######## design 1 ########
==> design_1/final_congestion.png <==
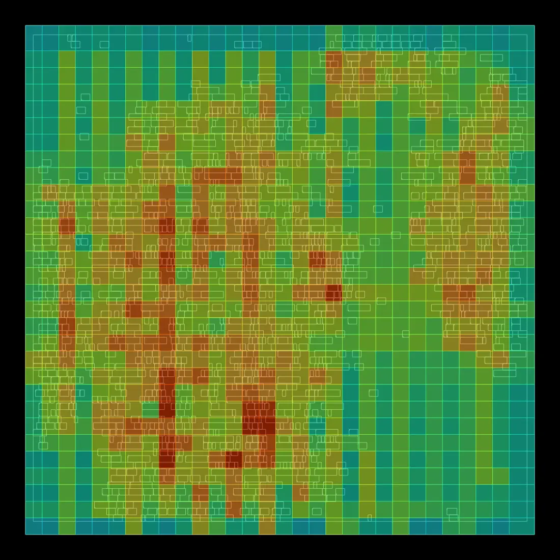

[config.mk]
export PLATFORM = sky130hd
export DESIGN_NAME = if_stage_flat
export DESIGN_NICKNAME = d
export VERILOG_FILES = /design/src/rtl/pipe_pkg.sv /design/src/rtl/if_stage_if.sv /design/src/rtl/if_skid_buf.sv /design/src/rtl/if_stage.sv /design/src/flat_wrapper.sv
export SDC_FILE = /design/constraint.sdc
export NUM_CORES = 1
export LEC_CHECK = 0
export CORE_MARGIN = 3
export CORE_UTILIZATION = 30
export CTS_CLUSTER_DIAMETER = 50
export DETAILED_ROUTE_END_ITERATION = 10
export GPL_ROUTABILITY_DRIVEN = 0
export SLEW_MARGIN = 10
export SYNTH_ARGS = -nofsm -noshare
export SYNTH_HDL_FRONTEND = slang
export SYNTH_SLANG_ARGS = --single-unit
[constraint.sdc]
create_clock -name clk -period 7.4 [get_ports clk]
set_input_delay 1.11 -clock clk [delete_from_list [all_inputs] [get_ports clk]]
set_output_delay 1.11 -clock clk [all_outputs]
set_load 0.01 [all_outputs]
[src/rtl/pipe_pkg.sv]
// rtl/pipe_pkg.sv - shared pipeline constants, fetch state codes and jump-target helper
package pipe_pkg;

  localparam logic [31:0] NOP_INSTR        = 32'h0000_0000;
  localparam logic [31:0] RESET_PC_DEFAULT = 32'h0000_3000;

  typedef logic [2:0] if_state_t;
  localparam if_state_t S_IDLE    = 3'd0;
  localparam if_state_t S_FETCH   = 3'd1;
  localparam if_state_t S_HOLD    = 3'd2;
  localparam if_state_t S_DISCARD = 3'd3;
  localparam if_state_t S_HALT    = 3'd4;

  typedef struct packed {
    logic [31:0] instr;
    logic [31:0] pc;
  } fetch_pair_t;

  // J/JAL: keep the 256 MB region of the delay-slot-free PC+4, word-align the index
  function automatic logic [31:0] jump_target(input logic [3:0] region, input logic [25:0] index);
    return {region, index, 2'b00};
  endfunction

endpackage

[src/rtl/if_stage_if.sv]
// rtl/if_stage_if.sv - instruction memory request/ack handshake bundle
interface if_stage_if;
  logic        req;
  logic [31:0] addr;
  logic        ack;
  logic [31:0] rdata;

  modport master (output req, output addr, input ack, input rdata);
  modport slave  (input req, input addr, output ack, output rdata);
endinterface

[src/rtl/if_skid_buf.sv]
// rtl/if_skid_buf.sv - one-entry {instr,pc} holding register for a fetch that lands during a stall
module if_skid_buf
  import pipe_pkg::*;
(
  input  logic        clk,
  input  logic        rst,
  input  logic        load,
  input  logic        drain,
  input  logic        clear,
  input  fetch_pair_t din,
  output fetch_pair_t dout,
  output logic        full
);

  always_ff @(posedge clk or posedge rst) begin
    if (rst) begin
      full <= 1'b0;
      dout <= '0;
    end else if (clear) begin
      full <= 1'b0;
    end else if (load) begin
      dout <= din;
      full <= 1'b1;
    end else if (drain) begin
      full <= 1'b0;
    end
  end

endmodule

[src/rtl/if_stage.sv]
// rtl/if_stage.sv - instruction fetch stage: PC, one-outstanding imem handshake, IR/PC to decode
module if_stage #(
  parameter logic [31:0] RESET_PC  = pipe_pkg::RESET_PC_DEFAULT,
  parameter logic [31:0] NOP_INSTR = pipe_pkg::NOP_INSTR
) (
  input  logic        clk,
  input  logic        rst,
  if_stage_if.master  imem,
  input  logic        stall,
  input  logic        JMP,
  input  logic        JR,
  input  logic [31:0] jaddr,
  input  logic        branch_taken,
  input  logic [31:0] branch_target,
  input  logic        halt,
  output logic [31:0] IR,
  output logic [31:0] PC_out,
  output logic [31:0] PC4,
  output logic        IR_valid
);
  import pipe_pkg::*;

  if_state_t   state;
  logic [31:0] pc;
  logic [31:0] disc_addr;
  logic        halt_pend;
  logic        got_ack;
  logic        pending;
  logic        redirect;
  logic [31:0] target_raw;
  logic [31:0] target;
  logic        skid_load;
  logic        skid_drain;
  logic        skid_clear;
  logic        skid_full;
  fetch_pair_t skid_in;
  fetch_pair_t skid_out;

  assign imem.req  = (state == S_FETCH) || (state == S_DISCARD);
  assign imem.addr = (state == S_DISCARD) ? disc_addr : pc;

  assign got_ack  = imem.req && imem.ack;
  assign pending  = imem.req && !imem.ack;
  assign redirect = IR_valid && !stall && (JR || JMP || branch_taken);

  always_comb begin
    if (JR)
      target_raw = jaddr;
    else if (JMP)
      target_raw = jump_target(PC4[31:28], jaddr[25:0]);
    else
      target_raw = branch_target;
  end
  assign target = target_raw & ~32'd3;

  assign skid_in    = {imem.rdata, pc};
  assign skid_clear = halt || redirect;
  assign skid_load  = (state == S_FETCH) && got_ack && stall && !skid_clear;
  assign skid_drain = (state == S_HOLD) && !stall && !skid_clear;

  if_skid_buf u_skid (
    .clk   (clk),
    .rst   (rst),
    .load  (skid_load),
    .drain (skid_drain),
    .clear (skid_clear),
    .din   (skid_in),
    .dout  (skid_out),
    .full  (skid_full)
  );

  always_ff @(posedge clk or posedge rst) begin
    if (rst) begin
      state     <= S_IDLE;
      pc        <= RESET_PC;
      disc_addr <= RESET_PC;
      halt_pend <= 1'b0;
      IR        <= NOP_INSTR;
      PC_out    <= RESET_PC;
      PC4       <= RESET_PC + 32'd4;
      IR_valid  <= 1'b0;
    end else if (state == S_HALT) begin
      IR_valid <= 1'b0;
    end else if (halt) begin
      IR       <= NOP_INSTR;
      IR_valid <= 1'b0;
      if (pending) begin
        state     <= S_DISCARD;
        halt_pend <= 1'b1;
        if (state == S_FETCH) disc_addr <= pc;
      end else begin
        state <= S_HALT;
      end
    end else if (redirect) begin
      IR       <= NOP_INSTR;
      IR_valid <= 1'b0;
      pc       <= target;
      // the request in flight still belongs to the old path; let it land and drop it
      if (pending) begin
        state <= S_DISCARD;
        if (state == S_FETCH) disc_addr <= pc;
      end else begin
        state <= S_FETCH;
      end
    end else begin
      case (state)
        S_IDLE: state <= S_FETCH;
        S_FETCH: begin
          if (got_ack) begin
            pc <= pc + 32'd4;
            if (stall) begin
              state <= S_HOLD;
            end else begin
              IR       <= imem.rdata;
              PC_out   <= pc;
              PC4      <= pc + 32'd4;
              IR_valid <= 1'b1;
            end
          end else if (!stall) begin
            IR       <= NOP_INSTR;
            IR_valid <= 1'b0;
          end
        end
        S_HOLD: begin
          if (!stall) begin
            if (skid_full) begin
              IR       <= skid_out.instr;
              PC_out   <= skid_out.pc;
              PC4      <= skid_out.pc + 32'd4;
              IR_valid <= 1'b1;
            end
            state <= S_FETCH;
          end
        end
        S_DISCARD: begin
          if (imem.ack) state <= halt_pend ? S_HALT : S_FETCH;
        end
        default: state <= S_IDLE;
      endcase
    end
  end

endmodule

[src/flat_wrapper.sv]
// flat-port wrapper written by rule: the top's interface ports become plain ports
module if_stage_flat import pipe_pkg::*;
#(
  parameter logic [31:0] RESET_PC  = pipe_pkg::RESET_PC_DEFAULT,
  parameter logic [31:0] NOP_INSTR = pipe_pkg::NOP_INSTR
)
  (clk, rst, stall, JMP, JR, jaddr, branch_taken, branch_target, halt, IR, PC_out, PC4, IR_valid, imem_req, imem_addr, imem_ack, imem_rdata);
  if_stage_if imem_i ();
  input  logic clk;
  input  logic rst;
  input  logic stall;
  input  logic JMP;
  input  logic JR;
  input  logic [31:0] jaddr;
  input  logic branch_taken;
  input  logic [31:0] branch_target;
  input  logic halt;
  output logic [31:0] IR;
  output logic [31:0] PC_out;
  output logic [31:0] PC4;
  output logic IR_valid;
  output wire logic [$bits(imem_i.req)-1:0] imem_req;
  output wire logic [$bits(imem_i.addr)-1:0] imem_addr;
  input wire logic [$bits(imem_i.ack)-1:0] imem_ack;
  input wire logic [$bits(imem_i.rdata)-1:0] imem_rdata;
  assign imem_req = imem_i.req;
  assign imem_addr = imem_i.addr;
  assign imem_i.ack = imem_ack;
  assign imem_i.rdata = imem_rdata;
  if_stage #(.RESET_PC(RESET_PC), .NOP_INSTR(NOP_INSTR)) u_core (.clk(clk), .rst(rst), .imem(imem_i), .stall(stall), .JMP(JMP), .JR(JR), .jaddr(jaddr), .branch_taken(branch_taken), .branch_target(branch_target), .halt(halt), .IR(IR), .PC_out(PC_out), .PC4(PC4), .IR_valid(IR_valid));
endmodule
######## design 2 ########
### src/rtl/serial_link_pkg.sv
// Shared definitions for the serial link receiver (and future transmitter).
package serial_link_pkg;

  typedef enum logic [2:0] {
    IDLE,
    START,
    DATA,
    PARITY,
    STOP
  } rx_state_t;

  localparam logic IDLE_LEVEL = 1'b1;

  // Register width able to hold 0..n-1, never narrower than one bit.
  function automatic int unsigned cnt_width(input int unsigned n);
    return (n < 2) ? 1 : $clog2(n);
  endfunction

endpackage

### src/rtl/serial_link_sync.sv
// Input synchronizer for the serial line, preset to idle level, with falling-edge detect.
module serial_link_sync
  import serial_link_pkg::*;
#(
  parameter int unsigned SYNC_STAGES = 2
) (
  input  logic clk_i,
  input  logic rst_i,
  input  logic sdi_i,
  output logic sdi_s_o,
  output logic fall_o
);

  logic [SYNC_STAGES-1:0] sync_q;
  logic                   prev_q;

  always_ff @(posedge clk_i or posedge rst_i) begin
    if (rst_i) begin
      sync_q <= {SYNC_STAGES{IDLE_LEVEL}};
      prev_q <= IDLE_LEVEL;
    end else begin
      sync_q <= {sync_q[SYNC_STAGES-2:0], sdi_i};
      prev_q <= sync_q[SYNC_STAGES-1];
    end
  end

  assign sdi_s_o = sync_q[SYNC_STAGES-1];
  assign fall_o  = prev_q & ~sync_q[SYNC_STAGES-1];

endmodule

### src/rtl/serial_link_rx.sv
// Serial link receiver: oversampled deframer with one-entry valid/ready buffer and sticky errors.
// Optional even parity bit enabled by defining SERIAL_LINK_RX_PARITY_EN.
module serial_link_rx
  import serial_link_pkg::*;
#(
  parameter int unsigned DATA_W      = 8,
  parameter int unsigned OVS         = 8,
  parameter int unsigned SYNC_STAGES = 2
) (
  input  logic              CLK,
  input  logic              RST,
  input  logic              SDI,
  input  logic              RDY_IN,
  input  logic              CLR_ERR,
  output logic [DATA_W-1:0] DOUT,
  output logic              VALID,
  output logic              FERR,
  output logic              PERR,
  output logic              OVR
);

  localparam int unsigned CW = cnt_width(OVS);
  localparam int unsigned BW = cnt_width(DATA_W + 1);

  logic              sdi_s;
  logic              fall;
  rx_state_t         state_q;
  logic [CW-1:0]     cnt_q;
  logic [BW-1:0]     bit_q;
  logic [DATA_W-1:0] shift_q;
  logic [DATA_W-1:0] shift_d;
  logic [DATA_W-1:0] dout_q;
  logic              valid_q;
  logic              ferr_q;
  logic              ovr_q;
  logic              mid;
  logic              stop_smp;
  logic              parity_ok;
  logic              deliver;
  logic              take;

  serial_link_sync #(.SYNC_STAGES(SYNC_STAGES)) u_sync (
    .clk_i   (CLK),
    .rst_i   (RST),
    .sdi_i   (SDI),
    .sdi_s_o (sdi_s),
    .fall_o  (fall)
  );

`ifdef SERIAL_LINK_RX_PARITY_EN
  logic par_q;
  logic perr_q;
  assign parity_ok = ~(^shift_q ^ par_q);
  assign PERR      = perr_q;
`else
  assign parity_ok = 1'b1;
  assign PERR      = 1'b0;
`endif

  always_comb begin
    shift_d           = shift_q >> 1;
    shift_d[DATA_W-1] = sdi_s;
  end

  // START samples at half a bit; every later state samples one full bit later.
  assign mid      = (state_q == START) ? (cnt_q == CW'(OVS/2 - 1)) : (cnt_q == CW'(OVS - 1));
  assign stop_smp = (state_q == STOP) && mid;
  assign deliver  = stop_smp && sdi_s && parity_ok;
  assign take     = valid_q && RDY_IN;

  always_ff @(posedge CLK or posedge RST) begin
    if (RST) begin
      state_q <= IDLE;
      cnt_q   <= '0;
      bit_q   <= '0;
      shift_q <= '0;
      dout_q  <= '0;
      valid_q <= 1'b0;
      ferr_q  <= 1'b0;
      ovr_q   <= 1'b0;
`ifdef SERIAL_LINK_RX_PARITY_EN
      par_q   <= 1'b0;
      perr_q  <= 1'b0;
`endif
    end else begin
      case (state_q)
        IDLE: begin
          if (fall) begin
            cnt_q   <= '0;
            state_q <= START;
          end
        end
        START: begin
          if (mid) begin
            cnt_q   <= '0;
            bit_q   <= '0;
            state_q <= (sdi_s == IDLE_LEVEL) ? IDLE : DATA;
          end else begin
            cnt_q <= cnt_q + CW'(1);
          end
        end
        DATA: begin
          if (mid) begin
            cnt_q   <= '0;
            shift_q <= shift_d;
            if (bit_q == BW'(DATA_W - 1)) begin
`ifdef SERIAL_LINK_RX_PARITY_EN
              state_q <= PARITY;
`else
              state_q <= STOP;
`endif
            end else begin
              bit_q <= bit_q + BW'(1);
            end
          end else begin
            cnt_q <= cnt_q + CW'(1);
          end
        end
`ifdef SERIAL_LINK_RX_PARITY_EN
        PARITY: begin
          if (mid) begin
            cnt_q   <= '0;
            par_q   <= sdi_s;
            state_q <= STOP;
          end else begin
            cnt_q <= cnt_q + CW'(1);
          end
        end
`endif
        STOP: begin
          if (mid) begin
            cnt_q   <= '0;
            state_q <= IDLE;
          end else begin
            cnt_q <= cnt_q + CW'(1);
          end
        end
        default: state_q <= IDLE;
      endcase

      if (deliver && (!valid_q || RDY_IN)) begin
        dout_q  <= shift_q;
        valid_q <= 1'b1;
      end else if (take) begin
        valid_q <= 1'b0;
      end

      // Clear first so a same-cycle set takes priority.
      if (CLR_ERR) begin
        ferr_q <= 1'b0;
        ovr_q  <= 1'b0;
`ifdef SERIAL_LINK_RX_PARITY_EN
        perr_q <= 1'b0;
`endif
      end
      if (stop_smp && !sdi_s) ferr_q <= 1'b1;
      if (deliver && valid_q && !RDY_IN) ovr_q <= 1'b1;
`ifdef SERIAL_LINK_RX_PARITY_EN
      if (stop_smp && sdi_s && !parity_ok) perr_q <= 1'b1;
`endif
    end
  end

  assign DOUT  = dout_q;
  assign VALID = valid_q;
  assign FERR  = ferr_q;
  assign OVR   = ovr_q;

endmodule

### config.mk
export PLATFORM = sky130hd
export DESIGN_NAME = serial_link_rx
export DESIGN_NICKNAME = d
export VERILOG_FILES = /design/src/rtl/serial_link_pkg.sv /design/src/rtl/serial_link_sync.sv /design/src/rtl/serial_link_rx.sv
export SDC_FILE = /design/constraint.sdc
export NUM_CORES = 1
export LEC_CHECK = 0
export ABC_AREA = 1
export CAP_MARGIN = 10
export CORE_UTILIZATION = 45
export DETAILED_ROUTE_END_ITERATION = 12
export GPL_ROUTABILITY_DRIVEN = 0
export PLACE_DENSITY = 0.71
export SYNTH_ARGS = -nofsm -noshare
export SYNTH_HDL_FRONTEND = slang
export SYNTH_HIERARCHICAL = 1
export SYNTH_SLANG_ARGS = --single-unit
### constraint.sdc
create_clock -name CLK -period 2.2 [get_ports CLK]
set_input_delay 0.44 -clock CLK [delete_from_list [all_inputs] [get_ports CLK]]
set_output_delay 0.44 -clock CLK [all_outputs]
set_load 0.02 [all_outputs]
######## design 3 ########
--- src/rtl/ram_rw.sv ---
// Writable program RAM that sweeps itself to a known image after reset or on request.
// Define RAM_BOOT_IMAGE_EN to load the boot image instead of zeros during the sweep.
module ram_rw #(
    parameter int WIDTH  = 8,
    parameter int ADDR_W = 4
) (
    input  logic              clk,
    input  logic              res,
    input  logic              en,
    input  logic              we,
    input  logic [ADDR_W-1:0] address,
    input  logic [WIDTH-1:0]  data_in,
    input  logic              reinit,
    output logic [WIDTH-1:0]  data_out,
    output logic              busy,
    output logic              acc_err
);

    localparam int DEPTH = 2 ** ADDR_W;

    typedef enum logic {
        INIT,
        READY
    } state_t;

    state_t            state, state_next;
    logic [ADDR_W-1:0] cnt, cnt_next;
    logic [WIDTH-1:0]  data_next;
    logic              err_next;
    logic              mem_we;
    logic [ADDR_W-1:0] mem_addr;
    logic [WIDTH-1:0]  mem_wdata;
    logic [WIDTH-1:0]  sweep_word;
    logic [WIDTH-1:0]  mem [DEPTH];

`ifdef RAM_BOOT_IMAGE_EN
    // Image entries beyond DEPTH-1 can never be addressed, so they drop out naturally.
    function automatic logic [WIDTH-1:0] init_word(input logic [ADDR_W-1:0] k);
        logic [WIDTH-1:0] w;
        w = '0;
        case (int'(k))
            0:       w[7:0] = 8'h4B;
            1:       w[7:0] = 8'h1F;
            2:       w[7:0] = 8'h2E;
            3:       w[7:0] = 8'hF0;
            14:      w[7:0] = 8'h2A;
            15:      w[7:0] = 8'h2F;
            default: w = '0;
        endcase
        return w;
    endfunction

    assign sweep_word = init_word(cnt);
`else
    assign sweep_word = '0;
`endif

    assign busy = (state == INIT);

    always_ff @(posedge clk or negedge res) begin
        if (!res) begin
            state    <= INIT;
            cnt      <= '0;
            data_out <= '0;
            acc_err  <= 1'b0;
        end else begin
            state    <= state_next;
            cnt      <= cnt_next;
            data_out <= data_next;
            acc_err  <= err_next;
        end
    end

    always_comb begin
        state_next = state;
        cnt_next   = cnt;
        data_next  = data_out;
        err_next   = acc_err;
        mem_we     = 1'b0;
        mem_addr   = address;
        mem_wdata  = data_in;
        case (state)
            INIT: begin
                mem_we    = 1'b1;
                mem_addr  = cnt;
                mem_wdata = sweep_word;
                cnt_next  = cnt + 1'b1;
                if (cnt == '1)
                    state_next = READY;
                if (en)
                    err_next = 1'b1;
            end
            READY: begin
                // A re-init request outranks any access presented in the same cycle.
                if (reinit) begin
                    state_next = INIT;
                    cnt_next   = '0;
                end else if (en) begin
                    if (we) begin
                        mem_we    = 1'b1;
                        data_next = data_in;
                    end else begin
                        data_next = mem[address];
                    end
                end
            end
            default: state_next = INIT;
        endcase
    end

    // Storage has no reset; the sweep overwrites every word before access is allowed.
    always_ff @(posedge clk) begin
        if (mem_we)
            mem[mem_addr] <= mem_wdata;
    end

endmodule

--- config.mk ---
export PLATFORM = sky130hd
export DESIGN_NAME = ram_rw
export DESIGN_NICKNAME = d
export VERILOG_FILES = /design/src/rtl/ram_rw.sv
export SDC_FILE = /design/constraint.sdc
export NUM_CORES = 1
export LEC_CHECK = 0
export CAP_MARGIN = 25
export CORE_ASPECT_RATIO = 1.5
export CORE_UTILIZATION = 35
export CTS_BUF_LIST = sky130_fd_sc_hd__clkbuf_4
export DETAILED_ROUTE_END_ITERATION = 8
export GPL_TIMING_DRIVEN = 0
export PLACE_DENSITY = 0.59
export SLEW_MARGIN = 20
export SYNTH_ARGS = -nofsm -noshare
export SYNTH_HDL_FRONTEND = slang
export SYNTH_SLANG_ARGS = --single-unit
--- constraint.sdc ---
create_clock -name clk -period 5 [get_ports clk]
set_clock_uncertainty 0.15 [all_clocks]
set_input_delay 0.5 -clock clk [delete_from_list [all_inputs] [get_ports clk]]
set_output_delay 0.5 -clock clk [all_outputs]
set_load 0.1 [all_outputs]
######## design 4 ########
`src/rtl/lm_sm_sequencer.sv`:
```
// LM/SM micro-sequencer: expands one load/store-multiple into one memory beat per mask bit,
// stalling upstream until the last beat issues.
module lm_sm_sequencer #(
  parameter int unsigned WIDTH = 16,
  parameter logic [3:0]  LM_OP = 4'b0110,
  parameter logic [3:0]  SM_OP = 4'b0111
) (
  input  logic             clk,
  input  logic             reset,
  input  logic             in_valid,
  input  logic [15:0]      IR_in,
  input  logic [WIDTH-1:0] base_addr,
  input  logic             flush,
  output logic             stall_out,
  output logic             busy,
  output logic             beat_valid,
  output logic [WIDTH-1:0] mem_addr,
  output logic             mem_write,
  output logic [2:0]       reg_idx,
  output logic             rf_wr_en,
  output logic             done
);

  typedef enum logic [0:0] {StIdle, StRun} state_e;

  state_e           state_q, state_d;
  logic [7:0]       rem_mask_q, rem_mask_d;
  logic [WIDTH-1:0] addr_q, addr_d;
  logic             is_sm_q, is_sm_d;

  logic       is_lmsm;
  logic       accept;
  logic [2:0] low_idx;
  logic       last_beat;

  assign is_lmsm   = (IR_in[15:12] == LM_OP) || (IR_in[15:12] == SM_OP);
  assign accept    = in_valid & is_lmsm & (|IR_in[7:0]) & ~flush;
  // Only one bit left means this is the final beat.
  assign last_beat = ((rem_mask_q & (rem_mask_q - 8'd1)) == 8'd0);

  // Descending scan so the lowest set bit is the last one written.
  always_comb begin
    low_idx = 3'd0;
    for (int i = 7; i >= 0; i--) begin
      if (rem_mask_q[i]) low_idx = 3'(i);
    end
  end

  always_comb begin
    state_d    = state_q;
    rem_mask_d = rem_mask_q;
    addr_d     = addr_q;
    is_sm_d    = is_sm_q;
    stall_out  = 1'b0;
    busy       = 1'b0;
    beat_valid = 1'b0;
    mem_addr   = '0;
    mem_write  = 1'b0;
    reg_idx    = 3'd0;
    rf_wr_en   = 1'b0;
    done       = 1'b0;

    unique case (state_q)
      StIdle: begin
        if (accept) begin
          stall_out  = 1'b1;
          state_d    = StRun;
          rem_mask_d = IR_in[7:0];
          addr_d     = base_addr;
          is_sm_d    = (IR_in[15:12] == SM_OP);
        end
      end
      StRun: begin
        busy       = 1'b1;
        beat_valid = 1'b1;
        mem_addr   = addr_q;
        reg_idx    = low_idx;
        mem_write  = is_sm_q & ~flush;
        rf_wr_en   = ~is_sm_q & ~flush;
        rem_mask_d = rem_mask_q & ~(8'd1 << low_idx);
        addr_d     = addr_q + 1'b1;
        if (flush) begin
          state_d    = StIdle;
          rem_mask_d = 8'd0;
        end else if (last_beat) begin
          done    = 1'b1;
          state_d = StIdle;
        end else begin
          stall_out = 1'b1;
        end
      end
      default: state_d = StIdle;
    endcase

    // Quiet outputs while reset is asserted.
    if (reset) begin
      stall_out  = 1'b0;
      busy       = 1'b0;
      beat_valid = 1'b0;
      mem_addr   = '0;
      mem_write  = 1'b0;
      reg_idx    = 3'd0;
      rf_wr_en   = 1'b0;
      done       = 1'b0;
    end
  end

  always_ff @(posedge clk) begin
    if (reset) begin
      state_q    <= StIdle;
      rem_mask_q <= 8'd0;
      addr_q     <= '0;
      is_sm_q    <= 1'b0;
    end else begin
      state_q    <= state_d;
      rem_mask_q <= rem_mask_d;
      addr_q     <= addr_d;
      is_sm_q    <= is_sm_d;
    end
  end

endmodule

```
`config.mk`:
```
export PLATFORM = sky130hd
export DESIGN_NAME = lm_sm_sequencer
export DESIGN_NICKNAME = d
export VERILOG_FILES = /design/src/rtl/lm_sm_sequencer.sv
export SDC_FILE = /design/constraint.sdc
export NUM_CORES = 1
export LEC_CHECK = 0
export CORE_MARGIN = 2
export CORE_UTILIZATION = 41
export DETAILED_ROUTE_END_ITERATION = 12
export HOLD_SLACK_MARGIN = 0.05
export PLACE_DENSITY = 0.77
export SLEW_MARGIN = 20
export SYNTH_ARGS = -nofsm -noshare
export SYNTH_HDL_FRONTEND = slang
export SYNTH_SLANG_ARGS = --single-unit
```
`constraint.sdc`:
```
create_clock -name clk -period 1.6 [get_ports clk]
set_input_delay 0.32 -clock clk [delete_from_list [all_inputs] [get_ports clk]]
set_output_delay 0.32 -clock clk [all_outputs]
set_load 0.02 [all_outputs]
```
==> design_2/metal_stack.png <==
Drawn at 4 px/um.
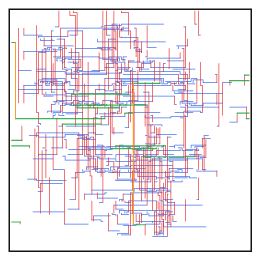
met1: marked blue, wire length 1,340 um. met3: marked green, wire length 144 um. met4: marked orange, wire length 54.4 um. met2: marked red, wire length 1,380 um.
post-detailed-route wirelength per cell: 12.6 um
total detailed-routing wirelength: 2920 um
global-route total usage across every layer: 0.205

==> design_2/registers.png <==
Drawn at 4 px/um. Other sequential cells in the stronger gray, the rest of the logic in the fainter gray.
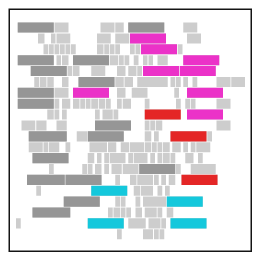
DOUT: marked magenta, sequential cells 8. bit_q: marked cyan, sequential cells 4. state_q: marked red, sequential cells 3.
Another 17 sequential cells are not colored.
Sequential Power: 0.809 mW
utilization after layout: 0.560

==> out/summary.txt, design 2 <==
top-count cell post-synth = sky130_fd_sc_hd__nand2_1
number of fill cells in the layout = 281
outcome = finished, final reports clean
total of hold buffers inserted after clock tree synthesis = 0
leakage dissipation = 0.890 nW
CP startpoint kind = flip-flop
number of nets with antenna violations after detailed routing = 0
Multiplexer share = 0
cell area after technology mapping = 0.00152 mm^2
Floorplan Nets = 175
total gr overflow = 0
clock slew seen by the registers of the worst setup and hold paths = 0.09 ns
floorplan utilization = 0.486
Placement Setup Slack = 0.503 ns
Max Transition Viols Final = 0
skew final = 0.00327 ns
final worst path period need = 1.76 ns
Final non-clock buffer share = 0.0899
num ports = 17
maximum clock path buffer count = 2
worst-path fanout max = 2
largest cells by area after synthesis = sky130_fd_sc_hd__dfrtp_1 (48%), sky130_fd_sc_hd__nand2_1 (12%), sky130_fd_sc_hd__dfstp_2 (5.2%)
Worst Path Class, Setup = reg -> out
Clk. pwr = 0.302 mW
multi-input gates = 113
net load switching power = 0.567 mW
port bufs = 15
area fraction in xor and xnor cells = 0.0115
met3 track utilization from global routing = 0.0455
area of all placed cells without fillers = 0.00175 mm^2
global routing's busiest layer = met2
Area-dominant class = registers
maximum achievable frequency = 567 MHz
share of the yosys chip area belonging to registers = 0.529
Internal = 0.990 mW
register bit total from synthesis = 32
Inserted Clock Buffers = 5
number of global-route vias before repair = 1,143
CTS Sinks = 32
final count of negative-setup-slack endpoints = 0
CTS Root Cell = sky130_fd_sc_hd__clkbuf_4
number of diodes added for antenna fixing = 0
max-cap check violation count = 0
[design 2: final timing paths]
path                                        from               end  slack, ns  cells after the start
worst max register to register        state_q[1]           DOUT[7]       0.62                      8
worst max-delay path                       VALID             VALID       0.44                      1
worst min-delay path            u_sync/sync_q[0]  u_sync/sync_q[1]       0.37                      0
min in group asynchronous                    RST  u_sync/sync_q[0]       0.49                      2
worst min register to register  u_sync/sync_q[0]  u_sync/sync_q[1]       0.37                      0
max in group asynchronous                    RST           DOUT[4]       1.41                      3
==> design_3/clock_map.png <==
Drawn at 2 px/um.
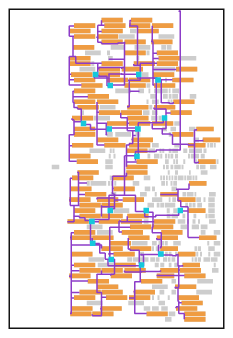
cells driving clock nets: marked cyan, count 17. clock wires: marked purple, length 1,460 um. flip-flops: marked orange, count 142.
There are 18 routed clock nets.
Clk. pwr: 0.649 mW
Clk pwr share: 0.194
later-pin clock latency in the skew report: 0.51 ns

==> out/summary.txt, design 3 <==
number of diodes added for antenna fixing = 1
AND-OR/OR-AND share of the synthesized area = 0.0722
fraction of registers with async set/reset = 0.0986
Inserted Clock Buffers = 17
remaining routing DRC violations = 0
Non-Filler Instances = 597
chip area = 0.0169 mm^2
setup ws final = 1.38 ns
area of all placed cells without fillers = 0.00654 mm^2
final total negative setup slack = 0 ns
floorplan utilization = 0.356
highest layer used for signal routing = met4
total of cells resized after clock tree synthesis = 0
FF+latch area = 0.00419 mm^2
Detailed Routing Iterations Pass 1 = 4
global-route wire length before repair = 18,800 um
Area-dominant class = registers
Pwr per Cell Area = 511 mW/mm^2
startpoint of the lowest-slack register-to-register path = state
Worst Path Class, Setup = reg -> out
maximum clock path buffer count = 2
initial antenna violation count = 1
Worst Reg2Reg Path Length in Cells = 5
type of the tightest min-delay check = in -> async
outcome = finished, final reports clean
## design 3: critical path, stage by stage (launching register included)
cell	delay [ns]
sky130_fd_sc_hd__dfrtp_1	0.38
sky130_fd_sc_hd__buf_2	0.18
sky130_fd_sc_hd__clkinv_1	0.16
sky130_fd_sc_hd__buf_1	0.49
sky130_fd_sc_hd__clkdlybuf4s50_1	1.24
## design 3: sequential cells by signal, indices dropped and copies added, names as in the netlist
name,count
state,1
data_out,8
cnt,4
mem,128
acc_err,1
==> design_1/met3.png <==
Drawn at 1.5 px/um. Cells faint in the background.
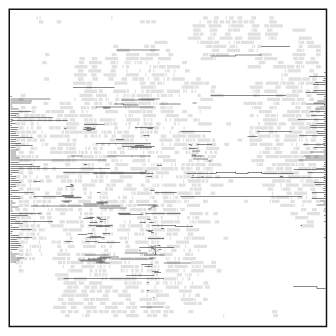
The layer carries 2,690 um of wire. The layer holds 7.0% of the routed length. The wires run mostly horizontal. The longest straight run is 88.8 um. 227 nets have wire on it.
routed vias: 10.3k
met3 track utilization from global routing: 0.0351
total detailed-routing wirelength: 38,500 um

==> design_1/clock_map.png <==
Drawn at 2 px/um.
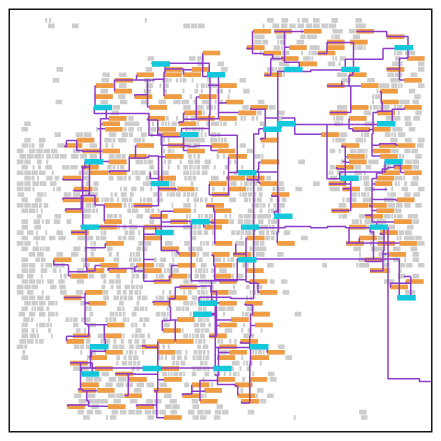
flip-flops: marked orange, count 220. clock wires: marked purple, length 3,410 um. cells driving clock nets: marked cyan, count 30.
There are 31 routed clock nets. Position of the flops: widely spread.
Clk pwr share: 0.514
Clk. pwr: 1.47 mW
later-pin clock latency in the skew report: 0.57 ns
skew final: 0.0152 ns

About design_1/final_congestion.png:
utilization after layout: 0.390
global routing's busiest layer: met2

==> out/summary.txt, design 1 <==
slew at the pin closest to its max-slew limit = 1.06 ns
number of nets with antenna violations after detailed routing = 0
period utilisation layout = 0.546
maximum achievable frequency = 248 MHz
arrival time worst endpoint = 2.93 ns
tap cell instance count = 532
Non-Filler Instances = 1,986
buffer count from post-CTS setup fixing = 0
worst-path fanout max = 31
total of cells resized after clock tree synthesis = 0
Final Net Count = 1,537
num ports = 234
proportion of cell area occupied by registers = 0.344
Top Consumer = the clock network
Sw Ratio = 0.228
area of all placed cells without fillers = 0.0160 mm^2
flip-flop count of the largest register, all copies and words added = 62
fraction of registers with async set/reset = 1.00
maximum number of pins on one net before global-route repair = 89
non-clock inverter count in the final layout = 17
largest cells by area after synthesis = sky130_fd_sc_hd__dfrtp_1 (42%), sky130_fd_sc_hd__mux2_2 (11%), sky130_fd_sc_hd__nand2_1 (6.1%)
port bufs = 225
total gr overflow = 0
CTS Root Cell = sky130_fd_sc_hd__clkbuf_16
most used standard cells in the synthesized netlist = sky130_fd_sc_hd__dfrtp_1 (211), sky130_fd_sc_hd__nand2_1 (204), sky130_fd_sc_hd__mux2_2 (124)
worst IR drop on VDD = 0.000161 V
chip area = 0.0443 mm^2
Worst path depth = 6
area fraction of clock buffers and clock inverters = 0.0637
AND-OR/OR-AND share of the synthesized area = 0.144
Final non-clock buffer share = 0.146
kind of cell adding the most delay to the critical path = buffers and inverters
clock slew seen by the registers of the worst setup and hold paths = 0.05 ns
crit path to = imem_addr[31]
final worst path period need = 4.04 ns
area share of the largest cell type after synthesis = 0.421
total number of warnings across the stage logs = 28
seq_cells = 220
Simple-Gate Fraction of Synth Area = 0.162
r2r endpoint = u_core.PC4[24]
Placement Setup Slack = 3.27 ns
area fraction in xor and xnor cells = 0.0237
outcome = finished, final reports clean
Slew headroom = 0.296
Detail Placement HPWL = 26,600 um
-- design 1: layer usage --
layer  track usage  part of all wire  routed length (um)  vias to the layer above
met3        0.0351             0.070                2690                       45
met4        0.0342             0.017                 654                        0
li1              -                 -                   -                     4895
met5             0                 0                   0                        -
met2         0.256              0.43               16600                      399
met1         0.249              0.48               18600                     4985
-- design 1: worst register-to-register path, delay by kind of cell (launching register included) --
kind | cells | cell delay [ns]
AND-OR/OR-AND | 2 | 0.32
flip-flops | 1 | 0.59
AND/OR/NAND/NOR | 3 | 1.43
adder cells (fa/ha/maj) | 1 | 0.30
==> design_4/met3.png <==
Drawn at 4 px/um. Cells faint in the background.
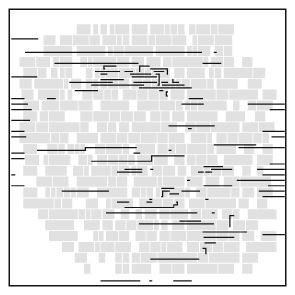
The layer holds 7.6% of the routed length. The longest straight run is 43.9 um. The wires run mostly horizontal.
total detailed-routing wirelength: 7260 um
routed vias: 2,354
met3 track utilization from global routing: 0.0503

==> design_4/final_congestion.png <==
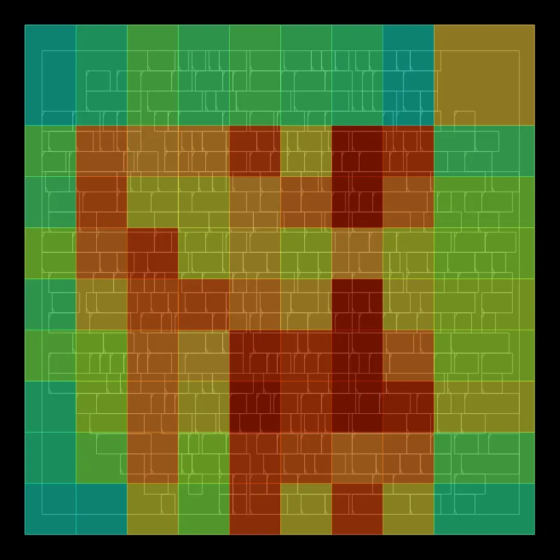
utilization after layout: 0.793
met2 Resource Use GR: 0.488
met1 capacity usage during global routing: 0.349
post-detailed-route wirelength per cell: 18.4 um

==> out/summary.txt, design 4 <==
instance count of the mapped netlist = 225
Max Transition Viols Final = 0
area share of the largest cell type after synthesis = 0.303
Worst Reg2Reg Path Length in Cells = 8
Most common reg cell = sky130_fd_sc_hd__dfxtp_1
setup ws final = -0.456 ns
most frequent logic cell in the layout = sky130_fd_sc_hd__buf_4
type of the tightest min-delay check = in -> reg
cell depth of the worst min-delay path = 2
maximum achievable frequency = 486 MHz
Multiplexer share = 0.0211
largest cells by area after synthesis = sky130_fd_sc_hd__dfxtp_1 (30%), sky130_fd_sc_hd__nor2_1 (5.7%), sky130_fd_sc_hd__a21oi_1 (5.5%)
global-route wire length before repair = 9890 um
Pwr Total = 1.28 mW
Setup crit end kind = output pin
cells along the critical path = or4_4 -> a21oi_2 -> a21oi_2 -> nor2_2 -> o21bai_2 -> buf_6
fraction of registers with async set/reset = 0
Floorplan Nets = 262
outcome = finished with violations
top logic cell family in the synthesized netlist = simple AND/OR/NAND/NOR gates
final count of negative-setup-slack endpoints = 28
violations in the final reports = negative setup slack
==> design 4: power by group <==
part | internal [mW] | total (mW) | switching (mW)
registers | 0.655 | 0.665 | 0.00999
logic | 0.137 | 0.243 | 0.106
clock network | 0.169 | 0.373 | 0.205
total | 0.962 | 1.28 | 0.320
==> design 4: kinds of logic (layout without fill, tap and decap cells) <==
family / count (synthesis) / after routing
DFF: 26 / 26
AOI/OAI and AO/OA: 68 / 68
and+or+nand+nor: 107 / 107
adders and majority gates: 1 / 1
buffers and inverters: 20 / 140
muxes: 3 / 3

######## design 5 ########
$ cat src/rtl/game_pkg.sv
// Shared constants, FSM state codes and small helpers for the game datapath blocks.
package game_pkg;

  localparam int unsigned NUM_LANES = 16;
  localparam int unsigned LANE_W    = 4;
  localparam int unsigned SCORE_W   = 8;

  // Galois feedback mask for x^16 + x^14 + x^13 + x^11 + 1
  localparam logic [15:0] LFSR_POLY = 16'hB400;

  typedef logic [0:0] state_t;
  localparam state_t ST_IDLE = 1'b0;
  localparam state_t ST_SCAN = 1'b1;

  function automatic logic [15:0] lfsr_next(input logic [15:0] q);
    return q[0] ? ((q >> 1) ^ LFSR_POLY) : (q >> 1);
  endfunction

  function automatic logic [4:0] popcount16(input logic [15:0] v);
    logic [4:0] c;
    c = '0;
    for (int i = 0; i < 16; i++) begin
      c = c + 5'(v[i]);
    end
    return c;
  endfunction

endpackage

$ cat src/rtl/lfsr16.sv
// Free-running 16-bit Galois LFSR; steps every cycle, loads SEED on reset.
module lfsr16
  import game_pkg::*;
#(
  parameter logic [15:0] SEED = 16'hACE1
) (
  input  logic        clk,
  input  logic        rst_n,
  output logic [15:0] out
);

  always_ff @(posedge clk or negedge rst_n) begin
    if (!rst_n) begin
      out <= SEED;
    end else begin
      out <= lfsr_next(out);
    end
  end

endmodule

$ cat src/rtl/enemy_wave_controller.sv
// Enemy lane state: kills from shots, periodic advance scan with collision reporting,
// and random spawning into one of 16 lanes.
module enemy_wave_controller
  import game_pkg::*;
#(
  parameter int unsigned MOVE_PERIOD  = 2500000,
  parameter int unsigned SPAWN_PERIOD = 25000000,
  parameter int unsigned DIST_W       = 8,
  parameter int unsigned DIST_MAX     = 200,
  parameter logic [15:0] LFSR_SEED    = 16'hACE1
) (
  input  logic                          clk,
  input  logic                          rst_n,
  input  logic                          firing,
  input  logic [NUM_LANES-1:0]          angles_hit,
  input  logic                          game_over,
  output logic                          collision,
  output logic [NUM_LANES-1:0]          enemy_active,
  output logic [NUM_LANES*DIST_W-1:0]   enemy_dist,
  output logic [SCORE_W-1:0]            score
);

  localparam int unsigned MOVE_CW  = (MOVE_PERIOD > 1) ? $clog2(MOVE_PERIOD) : 1;
  localparam int unsigned SPAWN_CW = (SPAWN_PERIOD > 1) ? $clog2(SPAWN_PERIOD) : 1;
  localparam logic [MOVE_CW-1:0]  MOVE_LAST  = MOVE_CW'(MOVE_PERIOD - 1);
  localparam logic [SPAWN_CW-1:0] SPAWN_LAST = SPAWN_CW'(SPAWN_PERIOD - 1);
  localparam logic [DIST_W-1:0]   DIST_INIT  = DIST_W'(DIST_MAX);
  localparam logic [DIST_W-1:0]   DIST_ONE   = DIST_W'(1);
  localparam logic [LANE_W-1:0]   LANE_LAST  = LANE_W'(NUM_LANES - 1);

  state_t                state_q, state_d;
  logic [LANE_W-1:0]     idx_q, idx_d;
  logic [MOVE_CW-1:0]    move_cnt_q, move_cnt_d;
  logic [SPAWN_CW-1:0]   spawn_cnt_q, spawn_cnt_d;
  logic                  move_pend_q, move_pend_d;
  logic                  spawn_pend_q, spawn_pend_d;
  logic [NUM_LANES-1:0]  active_q, active_d;
  logic [DIST_W-1:0]     dist_q [NUM_LANES];
  logic [DIST_W-1:0]     dist_d [NUM_LANES];
  logic [SCORE_W-1:0]    score_q, score_d;
  logic                  collision_q, collision_d;

  logic [15:0]           lfsr;
  logic                  lfsr_unused;
  logic [LANE_W-1:0]     spawn_lane_c;
  logic [NUM_LANES-1:0]  kill_c;
  logic [4:0]            kill_cnt_c;
  logic [SCORE_W:0]      score_sum_c;
  logic                  move_tick_c, spawn_tick_c;
  logic                  move_clr_c, spawn_clr_c;

  lfsr16 #(.SEED(LFSR_SEED)) u_lfsr (
    .clk   (clk),
    .rst_n (rst_n),
    .out   (lfsr)
  );

  // Only the low nibble selects a lane; upper bits are left for other consumers.
  assign spawn_lane_c = lfsr[LANE_W-1:0];
  assign lfsr_unused  = ^lfsr[15:LANE_W];

  assign collision    = collision_q;
  assign enemy_active = active_q;
  assign score        = score_q;

  for (genvar g = 0; g < NUM_LANES; g++) begin : g_dist
    assign enemy_dist[g*DIST_W +: DIST_W] = dist_q[g];
  end

  // Next-state: kills first, then the FSM acts on the post-kill view of each lane.
  always_comb begin
    state_d      = state_q;
    idx_d        = idx_q;
    move_cnt_d   = move_cnt_q;
    spawn_cnt_d  = spawn_cnt_q;
    active_d     = active_q;
    dist_d       = dist_q;
    collision_d  = 1'b0;
    move_tick_c  = 1'b0;
    spawn_tick_c = 1'b0;
    move_clr_c   = 1'b0;
    spawn_clr_c  = 1'b0;

    kill_c      = (firing && !game_over) ? (angles_hit & active_q) : '0;
    kill_cnt_c  = popcount16(kill_c);
    score_sum_c = {1'b0, score_q} + (SCORE_W + 1)'(kill_cnt_c);
    score_d     = score_sum_c[SCORE_W] ? '1 : score_sum_c[SCORE_W-1:0];

    for (int i = 0; i < NUM_LANES; i++) begin
      if (kill_c[i]) begin
        active_d[i] = 1'b0;
        dist_d[i]   = '0;
      end
    end

    if (!game_over) begin
      if (move_cnt_q == MOVE_LAST) begin
        move_cnt_d  = '0;
        move_tick_c = 1'b1;
      end else begin
        move_cnt_d = move_cnt_q + MOVE_CW'(1);
      end
      if (spawn_cnt_q == SPAWN_LAST) begin
        spawn_cnt_d  = '0;
        spawn_tick_c = 1'b1;
      end else begin
        spawn_cnt_d = spawn_cnt_q + SPAWN_CW'(1);
      end
    end

    case (state_q)
      ST_IDLE: begin
        if (!game_over) begin
          if (move_pend_q) begin
            move_clr_c = 1'b1;
            idx_d      = '0;
            state_d    = ST_SCAN;
          end else if (spawn_pend_q) begin
            spawn_clr_c = 1'b1;
            if (!active_q[spawn_lane_c] && !kill_c[spawn_lane_c]) begin
              active_d[spawn_lane_c] = 1'b1;
              dist_d[spawn_lane_c]   = DIST_INIT;
            end
          end
        end
      end
      ST_SCAN: begin
        if (active_q[idx_q] && !kill_c[idx_q]) begin
          if (dist_q[idx_q] == DIST_ONE) begin
            active_d[idx_q] = 1'b0;
            dist_d[idx_q]   = '0;
            collision_d     = 1'b1;
          end else begin
            dist_d[idx_q] = dist_q[idx_q] - DIST_ONE;
          end
        end
        if (idx_q == LANE_LAST) begin
          state_d = ST_IDLE;
        end else begin
          idx_d = idx_q + LANE_W'(1);
        end
      end
      default: state_d = ST_IDLE;
    endcase

    // A tick in the same cycle as the clear re-arms the flag.
    move_pend_d  = move_tick_c  | (move_pend_q  & ~move_clr_c);
    spawn_pend_d = spawn_tick_c | (spawn_pend_q & ~spawn_clr_c);
  end

  always_ff @(posedge clk or negedge rst_n) begin
    if (!rst_n) begin
      state_q      <= ST_IDLE;
      idx_q        <= '0;
      move_cnt_q   <= '0;
      spawn_cnt_q  <= '0;
      move_pend_q  <= 1'b0;
      spawn_pend_q <= 1'b0;
      active_q     <= '0;
      dist_q       <= '{default: '0};
      score_q      <= '0;
      collision_q  <= 1'b0;
    end else begin
      state_q      <= state_d;
      idx_q        <= idx_d;
      move_cnt_q   <= move_cnt_d;
      spawn_cnt_q  <= spawn_cnt_d;
      move_pend_q  <= move_pend_d;
      spawn_pend_q <= spawn_pend_d;
      active_q     <= active_d;
      dist_q       <= dist_d;
      score_q      <= score_d;
      collision_q  <= collision_d;
    end
  end

endmodule

$ cat config.mk
export PLATFORM = sky130hd
export DESIGN_NAME = enemy_wave_controller
export DESIGN_NICKNAME = d
export VERILOG_FILES = /design/src/rtl/game_pkg.sv /design/src/rtl/lfsr16.sv /design/src/rtl/enemy_wave_controller.sv
export SDC_FILE = /design/constraint.sdc
export NUM_CORES = 1
export LEC_CHECK = 0
export CORE_ASPECT_RATIO = 0.7
export CORE_MARGIN = 10
export CORE_UTILIZATION = 37
export DETAILED_ROUTE_END_ITERATION = 12
export DONT_BUFFER_PORTS = 1
export GPL_ROUTABILITY_DRIVEN = 0
export SYNTH_ARGS = -nofsm -noshare
export SYNTH_HDL_FRONTEND = slang
export SYNTH_SLANG_ARGS = --single-unit
$ cat constraint.sdc
create_clock -name clk -period 11.3 [get_ports clk]
set_clock_uncertainty 0.1 [all_clocks]
set_input_delay 3.39 -clock clk [delete_from_list [all_inputs] [get_ports clk]]
set_output_delay 3.39 -clock clk [all_outputs]
set_load 0.01 [all_outputs]
######## design 6 ########
===== src/rtl/data_cache.sv =====
`default_nettype none
// ============================================================================
// Module   : data_cache
// Purpose  : Direct-mapped, 8-line, one-word-per-line data cache sitting
//            between a CPU memory stage and a single-port backing memory.
//            Write-through, no-write-allocate, with saturating read-hit and
//            read-miss counters.
// Revision : 1.0 - initial release
// ============================================================================
module data_cache (
  input  logic       clk,
  input  logic       reset,
  input  logic [9:0] addr,
  input  logic [9:0] wdata,
  input  logic       rd_en,
  input  logic       wr_en,
  output logic [9:0] rdata,
  output logic       cache_Ready,
  output logic [9:0] mem_addr,
  output logic [9:0] mem_wdata,
  output logic       mem_rd,
  output logic       mem_wr,
  input  logic [9:0] mem_rdata,
  input  logic       mem_ack,
  output logic [7:0] hit_cnt,
  output logic [7:0] miss_cnt
);

  typedef enum logic [1:0] {
    IDLE    = 2'd0,
    RD_MISS = 2'd1,
    WR_THRU = 2'd2
  } state_t;

  localparam logic [7:0] CNT_MAX = 8'hFF;

  state_t      state;
  logic [7:0]  valid;
  logic [6:0]  tag_mem  [8];
  logic [9:0]  data_mem [8];

  logic [2:0]  index;
  logic [6:0]  tag;
  logic        hit;
  logic        fill;
  logic        store_update;

  assign index = addr[2:0];
  assign tag   = addr[9:3];

  // Valid bits gate every hit, so the tag/data arrays never need clearing.
  assign hit = valid[index] && (tag_mem[index] == tag);

  // Line writes only happen on the ack cycle of a live transaction; an async
  // reset forces IDLE, so an aborted transaction can never update a line.
  assign fill         = (state == RD_MISS) && mem_ack;
  assign store_update = (state == WR_THRU) && mem_ack && hit;

  // The CPU holds addr/wdata stable until cache_Ready, so memory can follow them directly.
  assign mem_addr  = addr;
  assign mem_wdata = wdata;

  // Control FSM, memory strobes and saturating statistics counters.
  always_ff @(posedge clk or negedge reset) begin
    if (!reset) begin
      state    <= IDLE;
      valid    <= '0;
      mem_rd   <= 1'b0;
      mem_wr   <= 1'b0;
      hit_cnt  <= '0;
      miss_cnt <= '0;
    end else begin
      case (state)
        IDLE: begin
          // A store takes priority over a simultaneous load request.
          if (wr_en) begin
            state  <= WR_THRU;
            mem_wr <= 1'b1;
          end else if (rd_en) begin
            if (hit) begin
              if (hit_cnt != CNT_MAX) hit_cnt <= hit_cnt + 8'd1;
            end else begin
              state  <= RD_MISS;
              mem_rd <= 1'b1;
              if (miss_cnt != CNT_MAX) miss_cnt <= miss_cnt + 8'd1;
            end
          end
        end
        RD_MISS: begin
          if (mem_ack) begin
            valid[index] <= 1'b1;
            mem_rd       <= 1'b0;
            state        <= IDLE;
          end
        end
        WR_THRU: begin
          if (mem_ack) begin
            mem_wr <= 1'b0;
            state  <= IDLE;
          end
        end
        default: begin
          state  <= IDLE;
          mem_rd <= 1'b0;
          mem_wr <= 1'b0;
        end
      endcase
    end
  end

  // Tag and data storage: refilled on a read-miss ack, patched on a store hit.
  always_ff @(posedge clk) begin
    if (fill) begin
      tag_mem[index]  <= tag;
      data_mem[index] <= mem_rdata;
    end else if (store_update) begin
      data_mem[index] <= wdata;
    end
  end

  // CPU-side handshake: hits and ack cycles complete in the same cycle.
  always_comb begin
    cache_Ready = 1'b1;
    rdata       = '0;
    if (reset) begin
      case (state)
        IDLE: begin
          if (wr_en) begin
            cache_Ready = 1'b0;
          end else if (rd_en) begin
            cache_Ready = hit;
            if (hit) rdata = data_mem[index];
          end
        end
        RD_MISS: begin
          cache_Ready = mem_ack;
          if (mem_ack && rd_en) rdata = mem_rdata;
        end
        WR_THRU: begin
          cache_Ready = mem_ack;
        end
        default: begin
          cache_Ready = 1'b1;
        end
      endcase
    end
  end

endmodule
`default_nettype wire

===== config.mk =====
export PLATFORM = sky130hd
export DESIGN_NAME = data_cache
export DESIGN_NICKNAME = d
export VERILOG_FILES = /design/src/rtl/data_cache.sv
export SDC_FILE = /design/constraint.sdc
export NUM_CORES = 1
export LEC_CHECK = 0
export CELL_PAD_IN_SITES_DETAIL_PLACEMENT = 1
export CELL_PAD_IN_SITES_GLOBAL_PLACEMENT = 1
export CORE_MARGIN = 1.5
export CORE_UTILIZATION = 30
export DETAILED_ROUTE_END_ITERATION = 6
export PLACE_DENSITY_LB_ADDON = 0.1
export REMOVE_ABC_BUFFERS = 1
export SLEW_MARGIN = 20
export SYNTH_ARGS = -nofsm -noshare
export SYNTH_HDL_FRONTEND = slang
export SYNTH_SLANG_ARGS = --single-unit

===== constraint.sdc =====
create_clock -name clk -period 5.4 [get_ports clk]
set_clock_uncertainty 0.2 [all_clocks]
set_input_delay 0.81 -clock clk [delete_from_list [all_inputs] [get_ports clk]]
set_output_delay 0.81 -clock clk [all_outputs]
set_load 0.02 [all_outputs]


==> screenshots <==
Track usage over the die.
picture 1
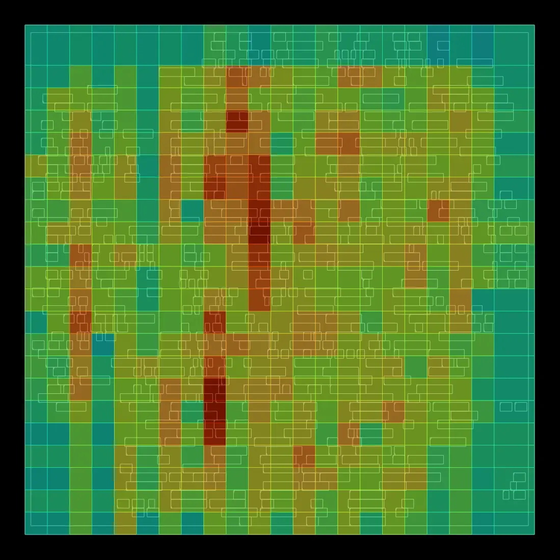
picture 2
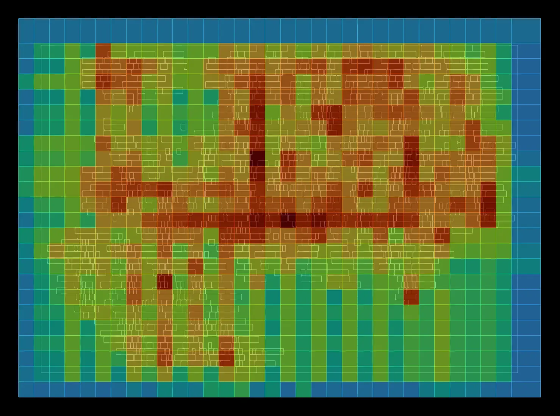
- design 5 = picture 2
- design 6 = picture 1
Of these, most wire per cell: picture 2
Of these, highest track usage: picture 2

==> design_5/metal_stack.png <==
Drawn at 1 px/um.
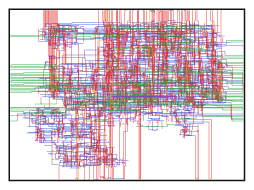
met4: marked orange, wire length 818 um. met5: marked purple, wire length 63.5 um. met2: marked red, wire length 17,200 um. met3: marked green, wire length 5,990 um. met1: marked blue, wire length 16,800 um.
post-detailed-route wirelength per cell: 27.6 um
global-route total usage across every layer: 0.202

==> out/summary.txt, design 5 <==
global-route wire length before repair = 60,900 um
worst hold path endpoint = u_lfsr.out[8]
Syn-to-layout area delta = 9.62%
yosys stat cell total = 1,069
initial antenna violation count = 0
total of cells resized after clock tree synthesis = 0
Simple-Gate Fraction of Synth Area = 0.155
Top Consumer = registers
met3 track utilization from global routing = 0.0882
average instance area after synthesis = 11.1 um^2
CP startpoint kind = input pin
number of nets with antenna violations after detailed routing = 0
net load switching power = 0.809 mW
fraction of registers with async set/reset = 1.00
global routing's busiest layer = met2
max-cap check violation count = 0
Max Transition Viols Final = 0
largest cells by area after synthesis = sky130_fd_sc_hd__dfrtp_1 (45%), sky130_fd_sc_hd__mux4_2 (8.4%), sky130_fd_sc_hd__a22o_1 (4.4%)
cells along the critical path = nor2b_2 -> buf_4 -> nand3_1 -> inv_1 -> fa_1 -> inv_1 -> fa_1 -> fa_1 -> fa_1 -> fa_1 -> inv_1 -> fa_1 -> a21o_1 -> a21oi_1 -> nor2b_1 -> or2_2 -> nand4_1 -> o21ai_0
period utilisation layout = 0.694
cell area after technology mapping = 0.0118 mm^2
Max stage delay cell, worst path = sky130_fd_sc_hd__fa_1
outcome = finished, final reports clean
Most common reg cell = sky130_fd_sc_hd__dfrtp_1
leakage dissipation = 5.75 nW
instance count of the mapped netlist = 1,069
Clk pwr share = 0.371
Detailed Routing Iterations Pass 1 = 7
type of the tightest min-delay check = reg -> reg
maximum number of pins on one net before global-route repair = 224
H-tree depth = 1
number of standard-cell rows in the floorplan = 54
Sw Ratio = 0.343
## design 5: through the flow
step / power, mW / util / instances / hold slack [ns]
finish: 2.36 / 0.414 / 1481 / 0.251
global route: 2.44 / 0.414 / 1481 / 0.260
CTS: 2.36 / 0.414 / 1481 / 0.254
detailed placement: 1.48 / 0.386 / 1437 / 0.239
global placement: 1.48 / 0.386 / 1437 / 0.235
floorplan: 1.34 / - / 1069 / 0.231
## design 5: area by class of cell
class	instances	area, um^2
clock inverter	12	169
multi-input combinational	752	5800
inverter	33	124
tap	420	526
fill	2970	18400
timing repair buffer	9	67.6
clock buffer	32	712
sequential	223	5590
==> design_6/registers.png <==
Drawn at 2 px/um. Other sequential cells in the stronger gray, the rest of the logic in the fainter gray.
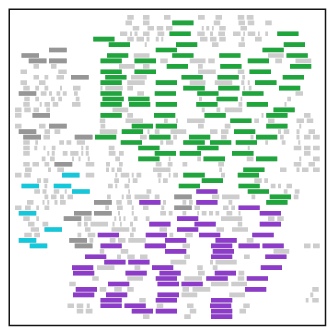
data_mem: marked green, sequential cells 80. miss_cnt: marked cyan, sequential cells 8, where west. tag_mem: marked purple, sequential cells 56.
Another 20 sequential cells are not colored.
Sequential Power: 1.51 mW
proportion of cell area occupied by registers: 0.541

==> out/summary.txt, design 6 <==
Worst path depth = 9
WP data required = 4.39 ns
H-tree depth = 4
maximum number of pins on one net before global-route repair = 28
fraction of the mapped netlist area in adder cells = 0.0105
area fraction in xor and xnor cells = 0.0233
setup ws final = 0.450 ns
non-clock inverter count in the final layout = 7
average instance area after synthesis = 15.4 um^2
global placement routability congestion = 0.741
Multiplexer share = 0.120
chip area = 0.0248 mm^2
Die Span X = 157 um
global-route wire length before repair = 27,200 um
outcome = finished, final reports clean
final total negative setup slack = 0 ns
post-synth tally of flip-flops with integrated enable = 136
AND-OR/OR-AND share of the synthesized area = 0.0546
yosys stat cell total = 465
crit path to = rdata[0]
Worst Path Class, Setup = in -> out
## design 6: power by group
part / total, mW / leakage [nW] / internal, mW / switching (mW)
sequential: 1.51 / 1.59 / 1.45 / 0.0527
clock: 1.22 / 0.285 / 0.693 / 0.526
combinational: 0.464 / 1.22 / 0.212 / 0.252
## design 6: registers in the layout, indices dropped and copies added (netlist names)
signal    cells
miss_cnt      8
state         2
data_mem     80
mem_rd        1
tag_mem      56
valid         8
hit_cnt       8
mem_wr        1


==> layout pictures side by side <==
Metal layers overlaid.
panel A
Drawn at 1.5 px/um.
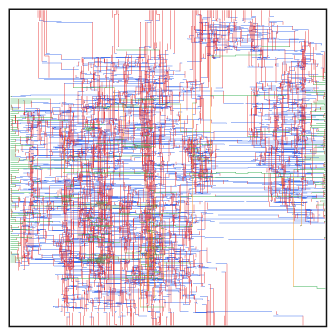
panel B
Drawn at 4 px/um.
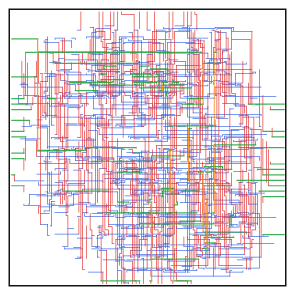
panel C
Drawn at 1.5 px/um.
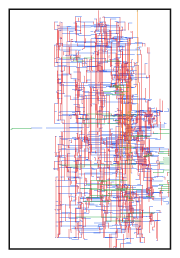
panel D
Drawn at 2 px/um.
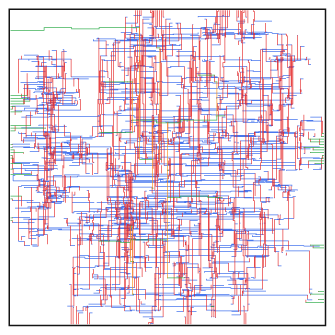
For design 6, see panel D.
For design 4, see panel B.
For design 1, see panel A.
For design 3, see panel C.

Key to panel A:
met1: marked blue, wire length 18,600 um. met3: marked green, wire length 2,690 um. met2: marked red, wire length 16,600 um. met4: marked orange, wire length 654 um.

Power is estimated from default activity; no workload was simulated.
